# block 1

==> config.mk <==
export PLATFORM = sky130hd
export DESIGN_NAME = add_share_arb
export DESIGN_NICKNAME = d
export VERILOG_FILES = /design/src/rtl/fp_mac_pkg.sv /design/src/rtl/add.sv /design/src/rtl/add_share_arb.sv
export SDC_FILE = /design/constraint.sdc
export NUM_CORES = 1
export LEC_CHECK = 0
export CAP_MARGIN = 15
export CORE_AREA = 2 2 269 271
export CTS_BUF_LIST = sky130_fd_sc_hd__clkbuf_4 sky130_fd_sc_hd__clkbuf_8
export DETAILED_ROUTE_END_ITERATION = 10
export DIE_AREA = 0 0 271 273
export PLACE_DENSITY = 0.44
export SETUP_SLACK_MARGIN = 0.15
export SYNTH_ARGS = -nofsm -noshare
export SYNTH_HDL_FRONTEND = slang
export SYNTH_SLANG_ARGS = --single-unit
==> constraint.sdc <==
create_clock -name clk -period 5.2 [get_ports clk]
set_input_delay 0.78 -clock clk [delete_from_list [all_inputs] [get_ports clk]]
set_output_delay 0.78 -clock clk [all_outputs]
set_load 0.01 [all_outputs]
==> src/rtl/fp_mac_pkg.sv <==
// Shared FP MAC package: arbiter parameter defaults, the adder request
// record and the round-robin pointer helper.
package fp_mac_pkg;

  localparam int ADD_ARB_NREQ  = 4;
  localparam int MAC_ADD_WIDTH = 74;
  localparam int ADD_ARB_IDW   = (ADD_ARB_NREQ > 1) ? $clog2(ADD_ARB_NREQ) : 1;

  // One operand pair together with the id of the requester that sent it.
  typedef struct packed {
    logic [MAC_ADD_WIDTH-1:0] a;
    logic [MAC_ADD_WIDTH-1:0] b;
    logic [ADD_ARB_IDW-1:0]   id;
  } add_req_t;

  // Pointer value after requester g is accepted: the index just past g, wrapping.
  function automatic int rr_next(input int g, input int nreq);
    return (g == nreq - 1) ? 0 : g + 1;
  endfunction

endpackage

==> src/rtl/add.sv <==
// Han-Carlson parallel-prefix adder: {cout,sum} = a + b (unsigned).
// Odd bit positions get a Kogge-Stone prefix tree; even positions are
// fixed up from their odd neighbour in one final level.
module add #(
  parameter int width = 74
) (
  input  logic [width-1:0] a,
  input  logic [width-1:0] b,
  output logic [width-1:0] sum,
  output logic             cout
);

  logic [width-1:0] gk;
  logic [width-1:0] pk;
  logic [width-1:0] g_s;
  logic [width-1:0] p_s;
  logic [width-1:0] ng_s;
  logic [width-1:0] np_s;
  logic [width-1:0] carry;

  // Prefix tree: generate/propagate, odd-bit Kogge-Stone, even-bit fixup, sum.
  always_comb begin
    gk    = a & b;
    pk    = a ^ b;
    g_s   = gk;
    p_s   = pk;
    ng_s  = '0;
    np_s  = '0;
    // Odd bits absorb their even neighbour first: span [i:i-1].
    for (int i = 1; i < width; i += 2) begin
      g_s[i] = gk[i] | (pk[i] & gk[i-1]);
      p_s[i] = pk[i] & pk[i-1];
    end
    // Kogge-Stone over odd bits only; span doubles each level.
    for (int d = 2; d < width; d = d * 2) begin
      ng_s = g_s;
      np_s = p_s;
      for (int i = 1; i < width; i += 2) begin
        if (i >= d) begin
          ng_s[i] = g_s[i] | (p_s[i] & g_s[(i >= d) ? i - d : 0]);
          np_s[i] = p_s[i] & p_s[(i >= d) ? i - d : 0];
        end else begin
          ng_s[i] = g_s[i];
          np_s[i] = p_s[i];
        end
      end
      g_s = ng_s;
      p_s = np_s;
    end
    // Even bits take the complete prefix of the odd bit just below.
    for (int i = 2; i < width; i += 2) begin
      g_s[i] = g_s[i] | (p_s[i] & g_s[i-1]);
    end
    carry = {g_s[width-2:0], 1'b0};
    sum   = pk ^ carry;
    cout  = g_s[width-1];
  end

endmodule

==> src/rtl/add_share_arb.sv <==
// Round-robin controller sharing one `add` instance among NREQ requesters.
// Results come back with the requester id through a registered valid/ready
// port. Define ADD_ARB_OPREG_EN to insert an operand register stage (s1)
// between the arbiter mux and the adder (latency 2 instead of 1).
module add_share_arb
  import fp_mac_pkg::*;
#(
  parameter int WIDTH = MAC_ADD_WIDTH,
  parameter int NREQ  = ADD_ARB_NREQ
) (
  input  logic                                    clk,
  input  logic                                    rst_n,
  input  logic [NREQ-1:0]                         req_valid,
  output logic [NREQ-1:0]                         req_ready,
  input  logic [NREQ*WIDTH-1:0]                   req_a,
  input  logic [NREQ*WIDTH-1:0]                   req_b,
  output logic                                    res_valid,
  input  logic                                    res_ready,
  output logic [WIDTH-1:0]                        res_sum,
  output logic                                    res_carry,
  output logic [((NREQ > 1) ? $clog2(NREQ) : 1)-1:0] res_id,
  output logic                                    busy
);

  localparam int IDW = (NREQ > 1) ? $clog2(NREQ) : 1;

  logic [IDW-1:0]   ptr;
  logic [IDW-1:0]   gid;
  logic [NREQ-1:0]  grant;
  logic             any_valid;
  int               idx;
  logic             adv;
  logic             accept;
  logic [WIDTH-1:0] op_a;
  logic [WIDTH-1:0] op_b;
  logic [WIDTH-1:0] add_a;
  logic [WIDTH-1:0] add_b;
  logic [IDW-1:0]   out_id;
  logic             load_out;
  logic [WIDTH-1:0] sum;
  logic             cout;

  // Round-robin search: first valid requester at or after ptr, wrapping.
  always_comb begin
    grant     = '0;
    gid       = '0;
    any_valid = 1'b0;
    idx       = 0;
    for (int k = 0; k < NREQ; k++) begin
      idx = int'(ptr) + k;
      idx = (idx >= NREQ) ? idx - NREQ : idx;
      if (!any_valid && req_valid[idx]) begin
        grant[idx] = 1'b1;
        gid        = IDW'(idx);
        any_valid  = 1'b1;
      end else begin
        any_valid  = any_valid;
      end
    end
  end

  assign op_a      = req_a[int'(gid)*WIDTH +: WIDTH];
  assign op_b      = req_b[int'(gid)*WIDTH +: WIDTH];
  assign accept    = any_valid & adv & rst_n;
  assign req_ready = grant & {NREQ{adv & rst_n}};

  // Pointer moves just past the accepted requester; frozen otherwise.
  always_ff @(posedge clk or negedge rst_n) begin
    if (!rst_n) begin
      ptr <= '0;
    end else if (accept) begin
      ptr <= IDW'(rr_next(int'(gid), NREQ));
    end else begin
      ptr <= ptr;
    end
  end

`ifdef ADD_ARB_OPREG_EN
  logic             s1_valid;
  logic [WIDTH-1:0] s1_a;
  logic [WIDTH-1:0] s1_b;
  logic [IDW-1:0]   s1_id;
  logic             s2_ld;

  assign s2_ld    = s1_valid & (!res_valid | res_ready);
  assign adv      = !s1_valid | s2_ld;
  assign add_a    = s1_a;
  assign add_b    = s1_b;
  assign out_id   = s1_id;
  assign load_out = s2_ld;
  assign busy     = s1_valid | res_valid;

  // Operand stage: captures the granted operands, holds while the output is stalled.
  always_ff @(posedge clk or negedge rst_n) begin
    if (!rst_n) begin
      s1_valid <= 1'b0;
      s1_a     <= '0;
      s1_b     <= '0;
      s1_id    <= '0;
    end else begin
      s1_valid <= accept | (s1_valid & !s2_ld);
      if (accept) begin
        s1_a  <= op_a;
        s1_b  <= op_b;
        s1_id <= gid;
      end else begin
        s1_a  <= s1_a;
        s1_b  <= s1_b;
        s1_id <= s1_id;
      end
    end
  end
`else
  assign adv      = !res_valid | res_ready;
  assign add_a    = op_a;
  assign add_b    = op_b;
  assign out_id   = gid;
  assign load_out = accept;
  assign busy     = res_valid;
`endif

  add #(.width(WIDTH)) u_add (
    .a    (add_a),
    .b    (add_b),
    .sum  (sum),
    .cout (cout)
  );

  // Result register: loads a new sum (possibly replacing one being drained), holds on stall.
  always_ff @(posedge clk or negedge rst_n) begin
    if (!rst_n) begin
      res_valid <= 1'b0;
      res_sum   <= '0;
      res_carry <= 1'b0;
      res_id    <= '0;
    end else begin
      res_valid <= load_out | (res_valid & !res_ready);
      if (load_out) begin
        res_sum   <= sum;
        res_carry <= cout;
        res_id    <= out_id;
      end else begin
        res_sum   <= res_sum;
        res_carry <= res_carry;
        res_id    <= res_id;
      end
    end
  end

endmodule

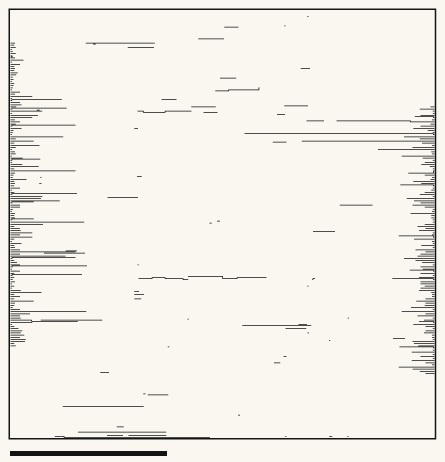
**Above:** block 1 (met3 routing).
Scale bar: 100 microns.
- wire length on this layer: 3,310 microns
- share of all routed wire: 5.0%
met3 Use GR: 0.0367
Routed Wire Length: 66,800 microns
vias: 13,776

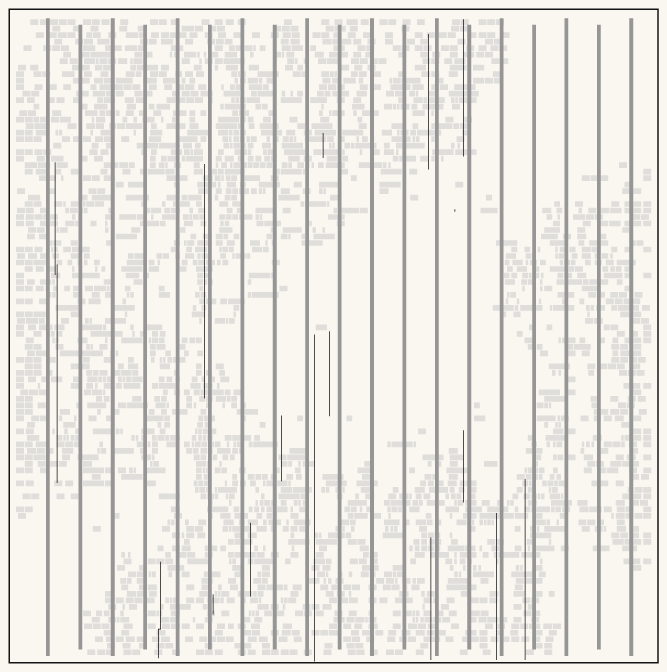
**Above:** block 1 (met4 routing).
Supply wires on this layer in grey. Cells faint in the background.
- main direction: vertical
- share of all routed wire: 1.3%
- longest straight run: 137 microns

==> changes_impl.md <==
## Implementation

* Top cells by area: dfrtp_1 (17%), mux2i_1 (16%), ha_1 (8.1%)
* Die Ht at between 200 and 300 microns
* Violated checks: setup timing
* Postcts setup bufs at 41
* Placed cell area at 0.0223 sq mm
* Worst setup margin at -648 ps
* Largest net degree at the start of global routing at 143
* Via-per-instance ratio at 4.16
* Crit path cell chain: dlygate4sd2_1 > mux4_2 > or3_4 > nor3_2 > or4_4 > buf_12 > buf_12 > buf_16 > mux2_4 > nor2_1 > a21oi_1 > ha_1 > a21oi_1 > o21bai_1 > a21oi_1 > a2111oi_4 > inv_1 > o211ai_1 > nand2_1 > o31a_1 > fa_2 > o21ai_1
* Worst hold path class: input port to async pin
* Most frequent cells in the layout: clkdlybuf4s50_1 (676), buf_4 (338), mux2i_1 (183)
* Syn_nets at a little over 2,000
* Count of different cell masters after synthesis at approximately 60
* Synth async-reset ratio at 1.00
* Average size of a mapped cell at roughly 8.9 sq um
* Run status: complete, but fails checks
* IO Pins at 682
* Setup WS pre-CTS at -1440 ps
* Peak-usage layer in the global routing report: met2
* Flip-flops with a built-in enable at 0
* Cells after synthesis at 1,357
* Slowest stage delay, CP at roughly 520 ps
* Synthesized cell area at between 0.01 and 0.015 sq mm
* Clock buf/inv share at 0.00754
* Final setup violation count at 64
* Die Width at 271 microns
* Flop Count at 80

# block 2

**Block 2: signal wires by layer**

Scale bar: 20 microns.
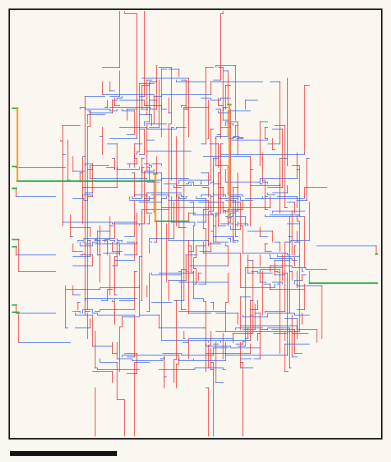
**Block 2: cell outlines without signal wires**

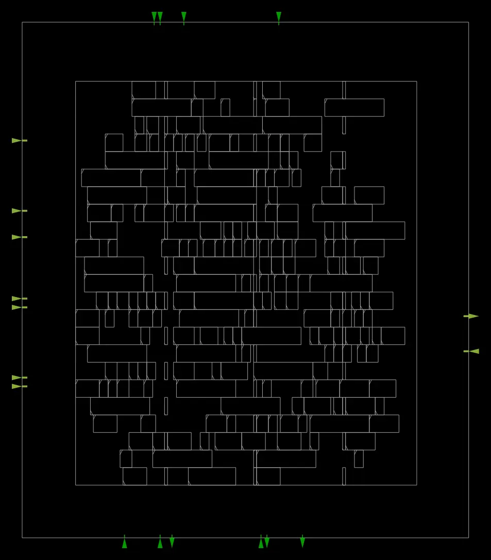
$ cat config.mk
export PLATFORM = sky130hd
export DESIGN_NAME = param_serializer_flat
export DESIGN_NICKNAME = d
export VERILOG_FILES = /design/src/rtl/param_serializer_if.sv /design/src/rtl/param_serializer.sv /design/src/flat_wrapper.sv
export SDC_FILE = /design/constraint.sdc
export NUM_CORES = 1
export LEC_CHECK = 0
export ABC_AREA = 1
export CORE_ASPECT_RATIO = 1.2
export CORE_MARGIN = 8
export CORE_UTILIZATION = 45
export CTS_BUF_LIST = sky130_fd_sc_hd__clkbuf_16
export CTS_CLUSTER_DIAMETER = 120
export CTS_CLUSTER_SIZE = 16
export DETAILED_ROUTE_END_ITERATION = 7
export GPL_TIMING_DRIVEN = 0
export PLACE_DENSITY = 0.67
export SLEW_MARGIN = 30
export SYNTH_ARGS = -nofsm -noshare
export SYNTH_HDL_FRONTEND = slang
export SYNTH_SLANG_ARGS = --single-unit
$ cat constraint.sdc
create_clock -name Clk -period 2.69 [get_ports Clk]
set_clock_uncertainty 0.2 [all_clocks]
set_input_delay 0.269 -clock Clk [delete_from_list [all_inputs] [get_ports Clk]]
set_output_delay 0.269 -clock Clk [all_outputs]
set_load 0.01 [all_outputs]
$ cat src/rtl/param_serializer_if.sv
// Parallel-word handshake and serial-output bundle for param_serializer.
interface param_serializer_if #(
  parameter int DATA_WIDTH = 8
);
  logic [DATA_WIDTH-1:0] p_data;
  logic                  data_valid;
  logic                  data_ready;
  logic                  ser_en;
  logic                  msb_first;
  logic                  par_en;
  logic                  par_typ;
  logic                  ser_data;
  logic                  ser_done;
  logic                  busy;

  modport master (
    output p_data, data_valid, ser_en, msb_first, par_en, par_typ,
    input  data_ready, ser_data, ser_done, busy
  );

  modport slave (
    input  p_data, data_valid, ser_en, msb_first, par_en, par_typ,
    output data_ready, ser_data, ser_done, busy
  );
endinterface

$ cat src/rtl/param_serializer.sv
// Double-buffered parallel-to-serial converter: one-entry holding register in
// front of a shift stage, one bit per ser_en strobe, optional parity bit.
module param_serializer #(
  parameter int   DATA_WIDTH = 8,
  parameter logic IDLE_LEVEL = 1'b1
) (
  input logic               Clk,
  input logic               RST,
  param_serializer_if.slave ser_if
);
  localparam int CW = $clog2(DATA_WIDTH);
  localparam logic [CW-1:0] LAST = CW'(DATA_WIDTH - 1);

  typedef enum logic [1:0] {IDLE, SHIFT, PARITY} state_t;

  // Per-word settings captured at load so mid-word input changes are ignored.
  typedef struct packed {
    logic msb;
    logic par;
    logic pbit;
  } cfg_t;

  state_t                state_q, state_d;
  logic [CW-1:0]         cnt_q, cnt_d;
  logic [DATA_WIDTH-1:0] hold_q, hold_d;
  logic                  hold_full_q, hold_full_d;
  logic [DATA_WIDTH-1:0] shreg_q, shreg_d;
  cfg_t                  cfg_q, cfg_d;
  logic                  sd_q, sd_d;
  logic                  done_q, done_d;

  logic                  accept, load, finish;
  logic [CW-1:0]         sel;

  // State register; reset aborts any word and empties the holding register.
  always_ff @(posedge Clk or negedge RST) begin
    if (!RST) begin
      state_q     <= IDLE;
      cnt_q       <= '0;
      hold_q      <= '0;
      hold_full_q <= 1'b0;
      shreg_q     <= '0;
      cfg_q       <= '0;
      sd_q        <= IDLE_LEVEL;
      done_q      <= 1'b0;
    end else begin
      state_q     <= state_d;
      cnt_q       <= cnt_d;
      hold_q      <= hold_d;
      hold_full_q <= hold_full_d;
      shreg_q     <= shreg_d;
      cfg_q       <= cfg_d;
      sd_q        <= sd_d;
      done_q      <= done_d;
    end
  end

  // Next-state: shift/parity sequencing, load from holding register, handshake.
  always_comb begin
    state_d     = state_q;
    cnt_d       = cnt_q;
    hold_d      = hold_q;
    hold_full_d = hold_full_q;
    shreg_d     = shreg_q;
    cfg_d       = cfg_q;
    sd_d        = sd_q;
    done_d      = 1'b0;
    load        = 1'b0;
    finish      = 1'b0;
    // data_ready is the pre-edge ~hold_full, so a handshake coinciding with a
    // load/finish edge is still taken.
    accept      = ser_if.data_valid & ~hold_full_q;
    sel         = cfg_q.msb ? (LAST - cnt_q) : cnt_q;

    case (state_q)
      IDLE: begin
        sd_d = IDLE_LEVEL;
        load = hold_full_q;
      end
      SHIFT: begin
        if (ser_if.ser_en) begin
          sd_d = shreg_q[sel];
          if (cnt_q == LAST) begin
            if (cfg_q.par) state_d = PARITY;
            else           finish  = 1'b1;
          end else begin
            cnt_d = cnt_q + 1'b1;
          end
        end
      end
      PARITY: begin
        if (ser_if.ser_en) begin
          sd_d   = cfg_q.pbit;
          finish = 1'b1;
        end
      end
      default: state_d = IDLE;
    endcase

    // Finishing a word chains straight into the next one when it is waiting.
    if (finish) begin
      done_d  = 1'b1;
      state_d = IDLE;
      load    = hold_full_q;
    end

    if (load) begin
      shreg_d = hold_q;
      cfg_d   = '{msb: ser_if.msb_first, par: ser_if.par_en,
                  pbit: ser_if.par_typ ? ~^hold_q : ^hold_q};
      cnt_d   = '0;
      state_d = SHIFT;
    end

    hold_full_d = (hold_full_q & ~load) | accept;
    if (accept) hold_d = ser_if.p_data;
  end

  assign ser_if.data_ready = ~hold_full_q;
  assign ser_if.ser_data   = sd_q;
  assign ser_if.ser_done   = done_q;
  assign ser_if.busy       = (state_q != IDLE);
endmodule

$ cat src/flat_wrapper.sv
// flat-port wrapper written by rule: the top's interface ports become plain ports
module param_serializer_flat 
#(
  parameter int   DATA_WIDTH = 8,
  parameter logic IDLE_LEVEL = 1'b1
)
  (Clk, RST, ser_if_p_data, ser_if_data_valid, ser_if_ser_en, ser_if_msb_first, ser_if_par_en, ser_if_par_typ, ser_if_data_ready, ser_if_ser_data, ser_if_ser_done, ser_if_busy);
  param_serializer_if #(.DATA_WIDTH(DATA_WIDTH)) ser_if_i ();
  input logic Clk;
  input logic RST;
  input wire logic [$bits(ser_if_i.p_data)-1:0] ser_if_p_data;
  input wire logic [$bits(ser_if_i.data_valid)-1:0] ser_if_data_valid;
  input wire logic [$bits(ser_if_i.ser_en)-1:0] ser_if_ser_en;
  input wire logic [$bits(ser_if_i.msb_first)-1:0] ser_if_msb_first;
  input wire logic [$bits(ser_if_i.par_en)-1:0] ser_if_par_en;
  input wire logic [$bits(ser_if_i.par_typ)-1:0] ser_if_par_typ;
  output wire logic [$bits(ser_if_i.data_ready)-1:0] ser_if_data_ready;
  output wire logic [$bits(ser_if_i.ser_data)-1:0] ser_if_ser_data;
  output wire logic [$bits(ser_if_i.ser_done)-1:0] ser_if_ser_done;
  output wire logic [$bits(ser_if_i.busy)-1:0] ser_if_busy;
  assign ser_if_i.p_data = ser_if_p_data;
  assign ser_if_i.data_valid = ser_if_data_valid;
  assign ser_if_i.ser_en = ser_if_ser_en;
  assign ser_if_i.msb_first = ser_if_msb_first;
  assign ser_if_i.par_en = ser_if_par_en;
  assign ser_if_i.par_typ = ser_if_par_typ;
  assign ser_if_data_ready = ser_if_i.data_ready;
  assign ser_if_ser_data = ser_if_i.ser_data;
  assign ser_if_ser_done = ser_if_i.ser_done;
  assign ser_if_busy = ser_if_i.busy;
  param_serializer #(.DATA_WIDTH(DATA_WIDTH), .IDLE_LEVEL(IDLE_LEVEL)) u_core (.Clk(Clk), .RST(RST), .ser_if(ser_if_i));
endmodule
==> changes_impl.md <==
## Implementation

* Run status: completed
* Top class by area: logic gates
* Area Growth Syn to Fin at 20.5%
* Final hold slack at 288 ps
* Multiplexer area fraction after synthesis at 0.00736
* Crit. End Element: output pin
* Total CTS buffers at 3
* Metal3 WL at between 50 and 60 microns
* Seq pwr at 0.723 mW
* Net Switching at 0.937 mW
* Final Non-Filler Cells at 242
* IO Pins at 19
* CTS max path bufs at 2
* Gate Area at around 700 sq um
* Post-CTS Hold Buffers at 1
* Antenna violations before repair at 0
* Worst setup SP type: flip-flop
* Met3 Use GR at 0.0162
* CP arrival at 1690 ps
* Multi-In Gates at 122
* GRT Residual Overflow at 0
* Placed instance count at approximately 240
* Biggest registers after layout: u_core.hold_q: 8 flops, u_core.shreg_q: 8 flops
* Switching Share at 0.419
* Global-route wire length before repair at 5410 microns
* CP Buf/Inv Count at 3
* Synth async-reset ratio at 1.00
* CTS root buf: clkbuf_16
## Picture notes: 'signal wires by layer' of block 2
- M2: red (wire length 1,650 microns)
- M4: orange (wire length 43.5 microns)
- M3: green (wire length 51.3 microns)
- M1: blue (wire length 1,250 microns)
Routed Wire Length: 2990 microns
vias: 1,217
WL per Instance: 12.4 microns
GRT Total Usage: 0.114

## Picture notes: 'cell outlines without signal wires' of block 2
# fillers: 317
core area: 0.00331 sq mm
row count: 23
fraction of area in registers: 0.367


# block 3

--- src/rtl/bit_destuff_if.sv ---
// Serial link bundle between line sampler, bit de-stuffer and frame parser.
// The sampler side drives valid_in/data_in; the de-stuffer drives the decoded outputs.
interface bit_destuff_if #(parameter int CNT_W = 16);
  logic             valid_in;
  logic             data_in;
  logic             bit_out;
  logic             bit_valid;
  logic [7:0]       byte_out;
  logic             byte_valid;
  logic [3:0]       byte_bits;
  logic             frame_done;
  logic [CNT_W-1:0] frame_len;
  logic             stuff_err;

  modport master (
    output valid_in, data_in,
    input  bit_out, bit_valid, byte_out, byte_valid, byte_bits,
           frame_done, frame_len, stuff_err
  );

  modport slave (
    input  valid_in, data_in,
    output bit_out, bit_valid, byte_out, byte_valid, byte_bits,
           frame_done, frame_len, stuff_err
  );
endinterface

--- src/rtl/bit_destuff.sv ---
// Receive-side bit de-stuffer: drops the stuff 0 after RUN_LEN ones, flags
// violations, packs destuffed bits LSB-first into bytes and reports frame length.
//
// state | meaning
// SYNC  | after reset, wait for valid_in low so no partial frame is decoded
// IDLE  | between frames, first valid bit starts a frame
// RUN   | passing destuffed bits
// DROP  | RUN_LEN ones seen, next bit must be the stuff 0
// ERR   | stuffing violation, discard until valid_in falls
module bit_destuff #(
  parameter int RUN_LEN = 4,
  parameter int CNT_W   = 16
) (
  input logic          clk,
  input logic          rst,
  bit_destuff_if.slave bus
);
  localparam int ONES_W = $clog2(RUN_LEN + 1);

  typedef enum logic [2:0] {SYNC, IDLE, RUN, DROP, ERR} state_t;

  state_t            state;
  logic [ONES_W-1:0] ones_cnt;
  logic [ONES_W-1:0] ones_inc;
  logic [2:0]        bit_idx;
  logic [7:0]        shreg;
  logic [7:0]        shreg_nxt;
  logic [CNT_W-1:0]  frame_cnt;
  logic [CNT_W-1:0]  cnt_inc;
  logic              take_bit;
  logic              end_frame;

  logic              bit_out_r;
  logic              bit_valid_r;
  logic [7:0]        byte_out_r;
  logic              byte_valid_r;
  logic [3:0]        byte_bits_r;
  logic              frame_done_r;
  logic [CNT_W-1:0]  frame_len_r;
  logic              stuff_err_r;

  always_comb begin
    take_bit  = bus.valid_in && (state == IDLE || state == RUN);
    end_frame = !bus.valid_in && (state == RUN || state == DROP);
    ones_inc  = bus.data_in ? ones_cnt + 1'b1 : '0;
    shreg_nxt = shreg | (8'(bus.data_in) << bit_idx);
    cnt_inc   = (&frame_cnt) ? frame_cnt : frame_cnt + 1'b1;
  end

  always_ff @(posedge clk) begin
    if (rst) begin
      state        <= SYNC;
      ones_cnt     <= '0;
      bit_idx      <= '0;
      shreg        <= '0;
      frame_cnt    <= '0;
      bit_out_r    <= 1'b0;
      bit_valid_r  <= 1'b0;
      byte_out_r   <= '0;
      byte_valid_r <= 1'b0;
      byte_bits_r  <= '0;
      frame_done_r <= 1'b0;
      frame_len_r  <= '0;
      stuff_err_r  <= 1'b0;
    end else begin
      bit_valid_r  <= 1'b0;
      byte_valid_r <= 1'b0;
      frame_done_r <= 1'b0;
      stuff_err_r  <= 1'b0;
      if (take_bit) begin
        bit_valid_r <= 1'b1;
        bit_out_r   <= bus.data_in;
        frame_cnt   <= cnt_inc;
        ones_cnt    <= ones_inc;
        state       <= (ones_inc == ONES_W'(RUN_LEN)) ? DROP : RUN;
        if (bit_idx == 3'd7) begin
          byte_out_r   <= shreg_nxt;
          byte_bits_r  <= 4'd8;
          byte_valid_r <= 1'b1;
          shreg        <= '0;
          bit_idx      <= '0;
        end else begin
          shreg   <= shreg_nxt;
          bit_idx <= bit_idx + 1'b1;
        end
      end else if (end_frame) begin
        // a frame ending in DROP simply lacks its trailing stuff 0; not an error
        frame_done_r <= 1'b1;
        frame_len_r  <= frame_cnt;
        frame_cnt    <= '0;
        ones_cnt     <= '0;
        shreg        <= '0;
        bit_idx      <= '0;
        state        <= IDLE;
        if (bit_idx != 3'd0) begin
          byte_valid_r <= 1'b1;
          byte_out_r   <= shreg;
          byte_bits_r  <= {1'b0, bit_idx};
        end
      end else begin
        case (state)
          SYNC, ERR: if (!bus.valid_in) state <= IDLE;
          DROP: begin
            if (bus.data_in) begin
              stuff_err_r <= 1'b1;
              ones_cnt    <= '0;
              shreg       <= '0;
              bit_idx     <= '0;
              frame_cnt   <= '0;
              state       <= ERR;
            end else begin
              ones_cnt <= '0;
              state    <= RUN;
            end
          end
          default: ;
        endcase
      end
    end
  end

  assign bus.bit_out    = bit_out_r;
  assign bus.bit_valid  = bit_valid_r;
  assign bus.byte_out   = byte_out_r;
  assign bus.byte_valid = byte_valid_r;
  assign bus.byte_bits  = byte_bits_r;
  assign bus.frame_done = frame_done_r;
  assign bus.frame_len  = frame_len_r;
  assign bus.stuff_err  = stuff_err_r;
endmodule

--- src/flat_wrapper.sv ---
// flat-port wrapper written by rule: the top's interface ports become plain ports
module bit_destuff_flat 
#(
  parameter int RUN_LEN = 4,
  parameter int CNT_W   = 16
)
  (clk, rst, bus_valid_in, bus_data_in, bus_bit_out, bus_bit_valid, bus_byte_out, bus_byte_valid, bus_byte_bits, bus_frame_done, bus_frame_len, bus_stuff_err);
  bit_destuff_if #(.CNT_W(CNT_W)) bus_i ();
  input logic clk;
  input logic rst;
  input wire logic [$bits(bus_i.valid_in)-1:0] bus_valid_in;
  input wire logic [$bits(bus_i.data_in)-1:0] bus_data_in;
  output wire logic [$bits(bus_i.bit_out)-1:0] bus_bit_out;
  output wire logic [$bits(bus_i.bit_valid)-1:0] bus_bit_valid;
  output wire logic [$bits(bus_i.byte_out)-1:0] bus_byte_out;
  output wire logic [$bits(bus_i.byte_valid)-1:0] bus_byte_valid;
  output wire logic [$bits(bus_i.byte_bits)-1:0] bus_byte_bits;
  output wire logic [$bits(bus_i.frame_done)-1:0] bus_frame_done;
  output wire logic [$bits(bus_i.frame_len)-1:0] bus_frame_len;
  output wire logic [$bits(bus_i.stuff_err)-1:0] bus_stuff_err;
  assign bus_i.valid_in = bus_valid_in;
  assign bus_i.data_in = bus_data_in;
  assign bus_bit_out = bus_i.bit_out;
  assign bus_bit_valid = bus_i.bit_valid;
  assign bus_byte_out = bus_i.byte_out;
  assign bus_byte_valid = bus_i.byte_valid;
  assign bus_byte_bits = bus_i.byte_bits;
  assign bus_frame_done = bus_i.frame_done;
  assign bus_frame_len = bus_i.frame_len;
  assign bus_stuff_err = bus_i.stuff_err;
  bit_destuff #(.RUN_LEN(RUN_LEN), .CNT_W(CNT_W)) u_core (.clk(clk), .rst(rst), .bus(bus_i));
endmodule
--- config.mk ---
export PLATFORM = sky130hd
export DESIGN_NAME = bit_destuff_flat
export DESIGN_NICKNAME = d
export VERILOG_FILES = /design/src/rtl/bit_destuff_if.sv /design/src/rtl/bit_destuff.sv /design/src/flat_wrapper.sv
export SDC_FILE = /design/constraint.sdc
export NUM_CORES = 1
export LEC_CHECK = 0
export ABC_CLOCK_PERIOD_IN_PS = 1700
export CORE_MARGIN = 2
export CORE_UTILIZATION = 51
export CTS_BUF_LIST = sky130_fd_sc_hd__clkbuf_2 sky130_fd_sc_hd__clkbuf_4 sky130_fd_sc_hd__clkbuf_8
export DETAILED_ROUTE_END_ITERATION = 10
export GPL_ROUTABILITY_DRIVEN = 0
export HOLD_SLACK_MARGIN = 0.08
export PLACE_DENSITY = 0.77
export SLEW_MARGIN = 20
export SYNTH_ARGS = -nofsm -noshare
export SYNTH_HDL_FRONTEND = slang
export SYNTH_SLANG_ARGS = --single-unit
--- constraint.sdc ---
create_clock -name clk -period 1.7 [get_ports clk]
set_input_delay 0.34 -clock clk [delete_from_list [all_inputs] [get_ports clk]]
set_output_delay 0.34 -clock clk [all_outputs]
set_load 0.01 [all_outputs]
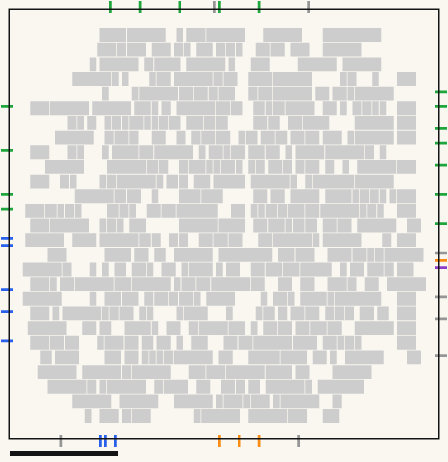
**Above:** block 3 (I/O pins on the die edge).
Scale bar: 20 microns. Pins as bars across the die edge, other pins in grey.
- bus_frame_len: green (pins 16; direction output; edge 7 right, 5 top, 4 left)
- bus_byte_bits: orange (pins 4; direction output; edge 3 bottom, 1 right)
- bus_valid_in: purple (pins 1; direction input; edge right)
- bus_byte_out: blue (pins 8; direction output; edge 5 left, 3 bottom)
Port Buffers: 36
Die Width: 79.4 microns
Die Ht: 79.4 microns

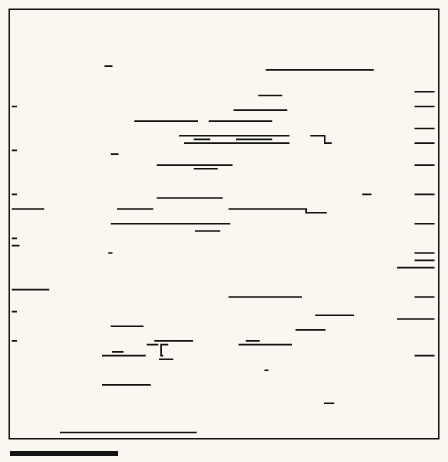
**Above:** block 3 (met3 routing).
Scale bar: 20 microns.
- main direction: horizontal
- nets with wire on the layer: 46
Routed Wire Length: 7200 microns
met3 Use GR: 0.0441
vias: 2,754

==> changes_impl.md <==
## Implementation

* Hold path cells at 2
* Clock tree from TritonCTS: done
* Global-route wire length before repair at approximately 12,000 microns
* Chip area at 0.00631 sq mm
* Total power divided by cell area at 788 mW/mm^2
* Inverter count at 8
* Synthesized cell area at around 0.0029 sq mm
* Critical Path Stages at 6
* Setup tns final at 0 ps
* Synth top area share at 0.455
* Worst Setup SP: u_core.frame_cnt[1]
* Init Core Util at 0.527
* Logic gate share of total power at 0.068
* Count of different cell masters after synthesis at 53
* CP endpoint: u_core.frame_cnt[13]
* Non-clock buffer share of cell area at 0.214
* Synthesized-area fraction occupied by adder cells at 0.0216
* Worst-Margin Slew at 366 ps
* R2r startpoint: u_core.frame_cnt[1]
* Global-route met2 utilization at 0.382
* Clock buf/inv share at 0.0526
* Run status: completed
* Gate Area at 0.00146 sq mm
* Multi-In Gates at 238
* Crit path max-delay family: AND-OR/OR-AND gates
* Critical path data required time at 1950 ps
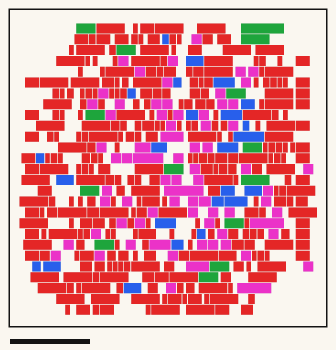
**Above:** block 3 (cell sizes after repair).
Scale bar: 20 microns.
- x1 and smaller: red (cells 316; most used dfxtp_1)
- x2: blue (cells 24; most used nor2_2)
- x3 and x4: magenta (cells 73; most used buf_4)
- x6 and larger: green (cells 14; most used clkbuf_8)
worst setup margin: 60.4 ps
final instance area: 0.00397 sq mm
Area Growth Syn to Fin: 36.9%


Power figures rest on the tool's default switching activity, not on a simulated workload.
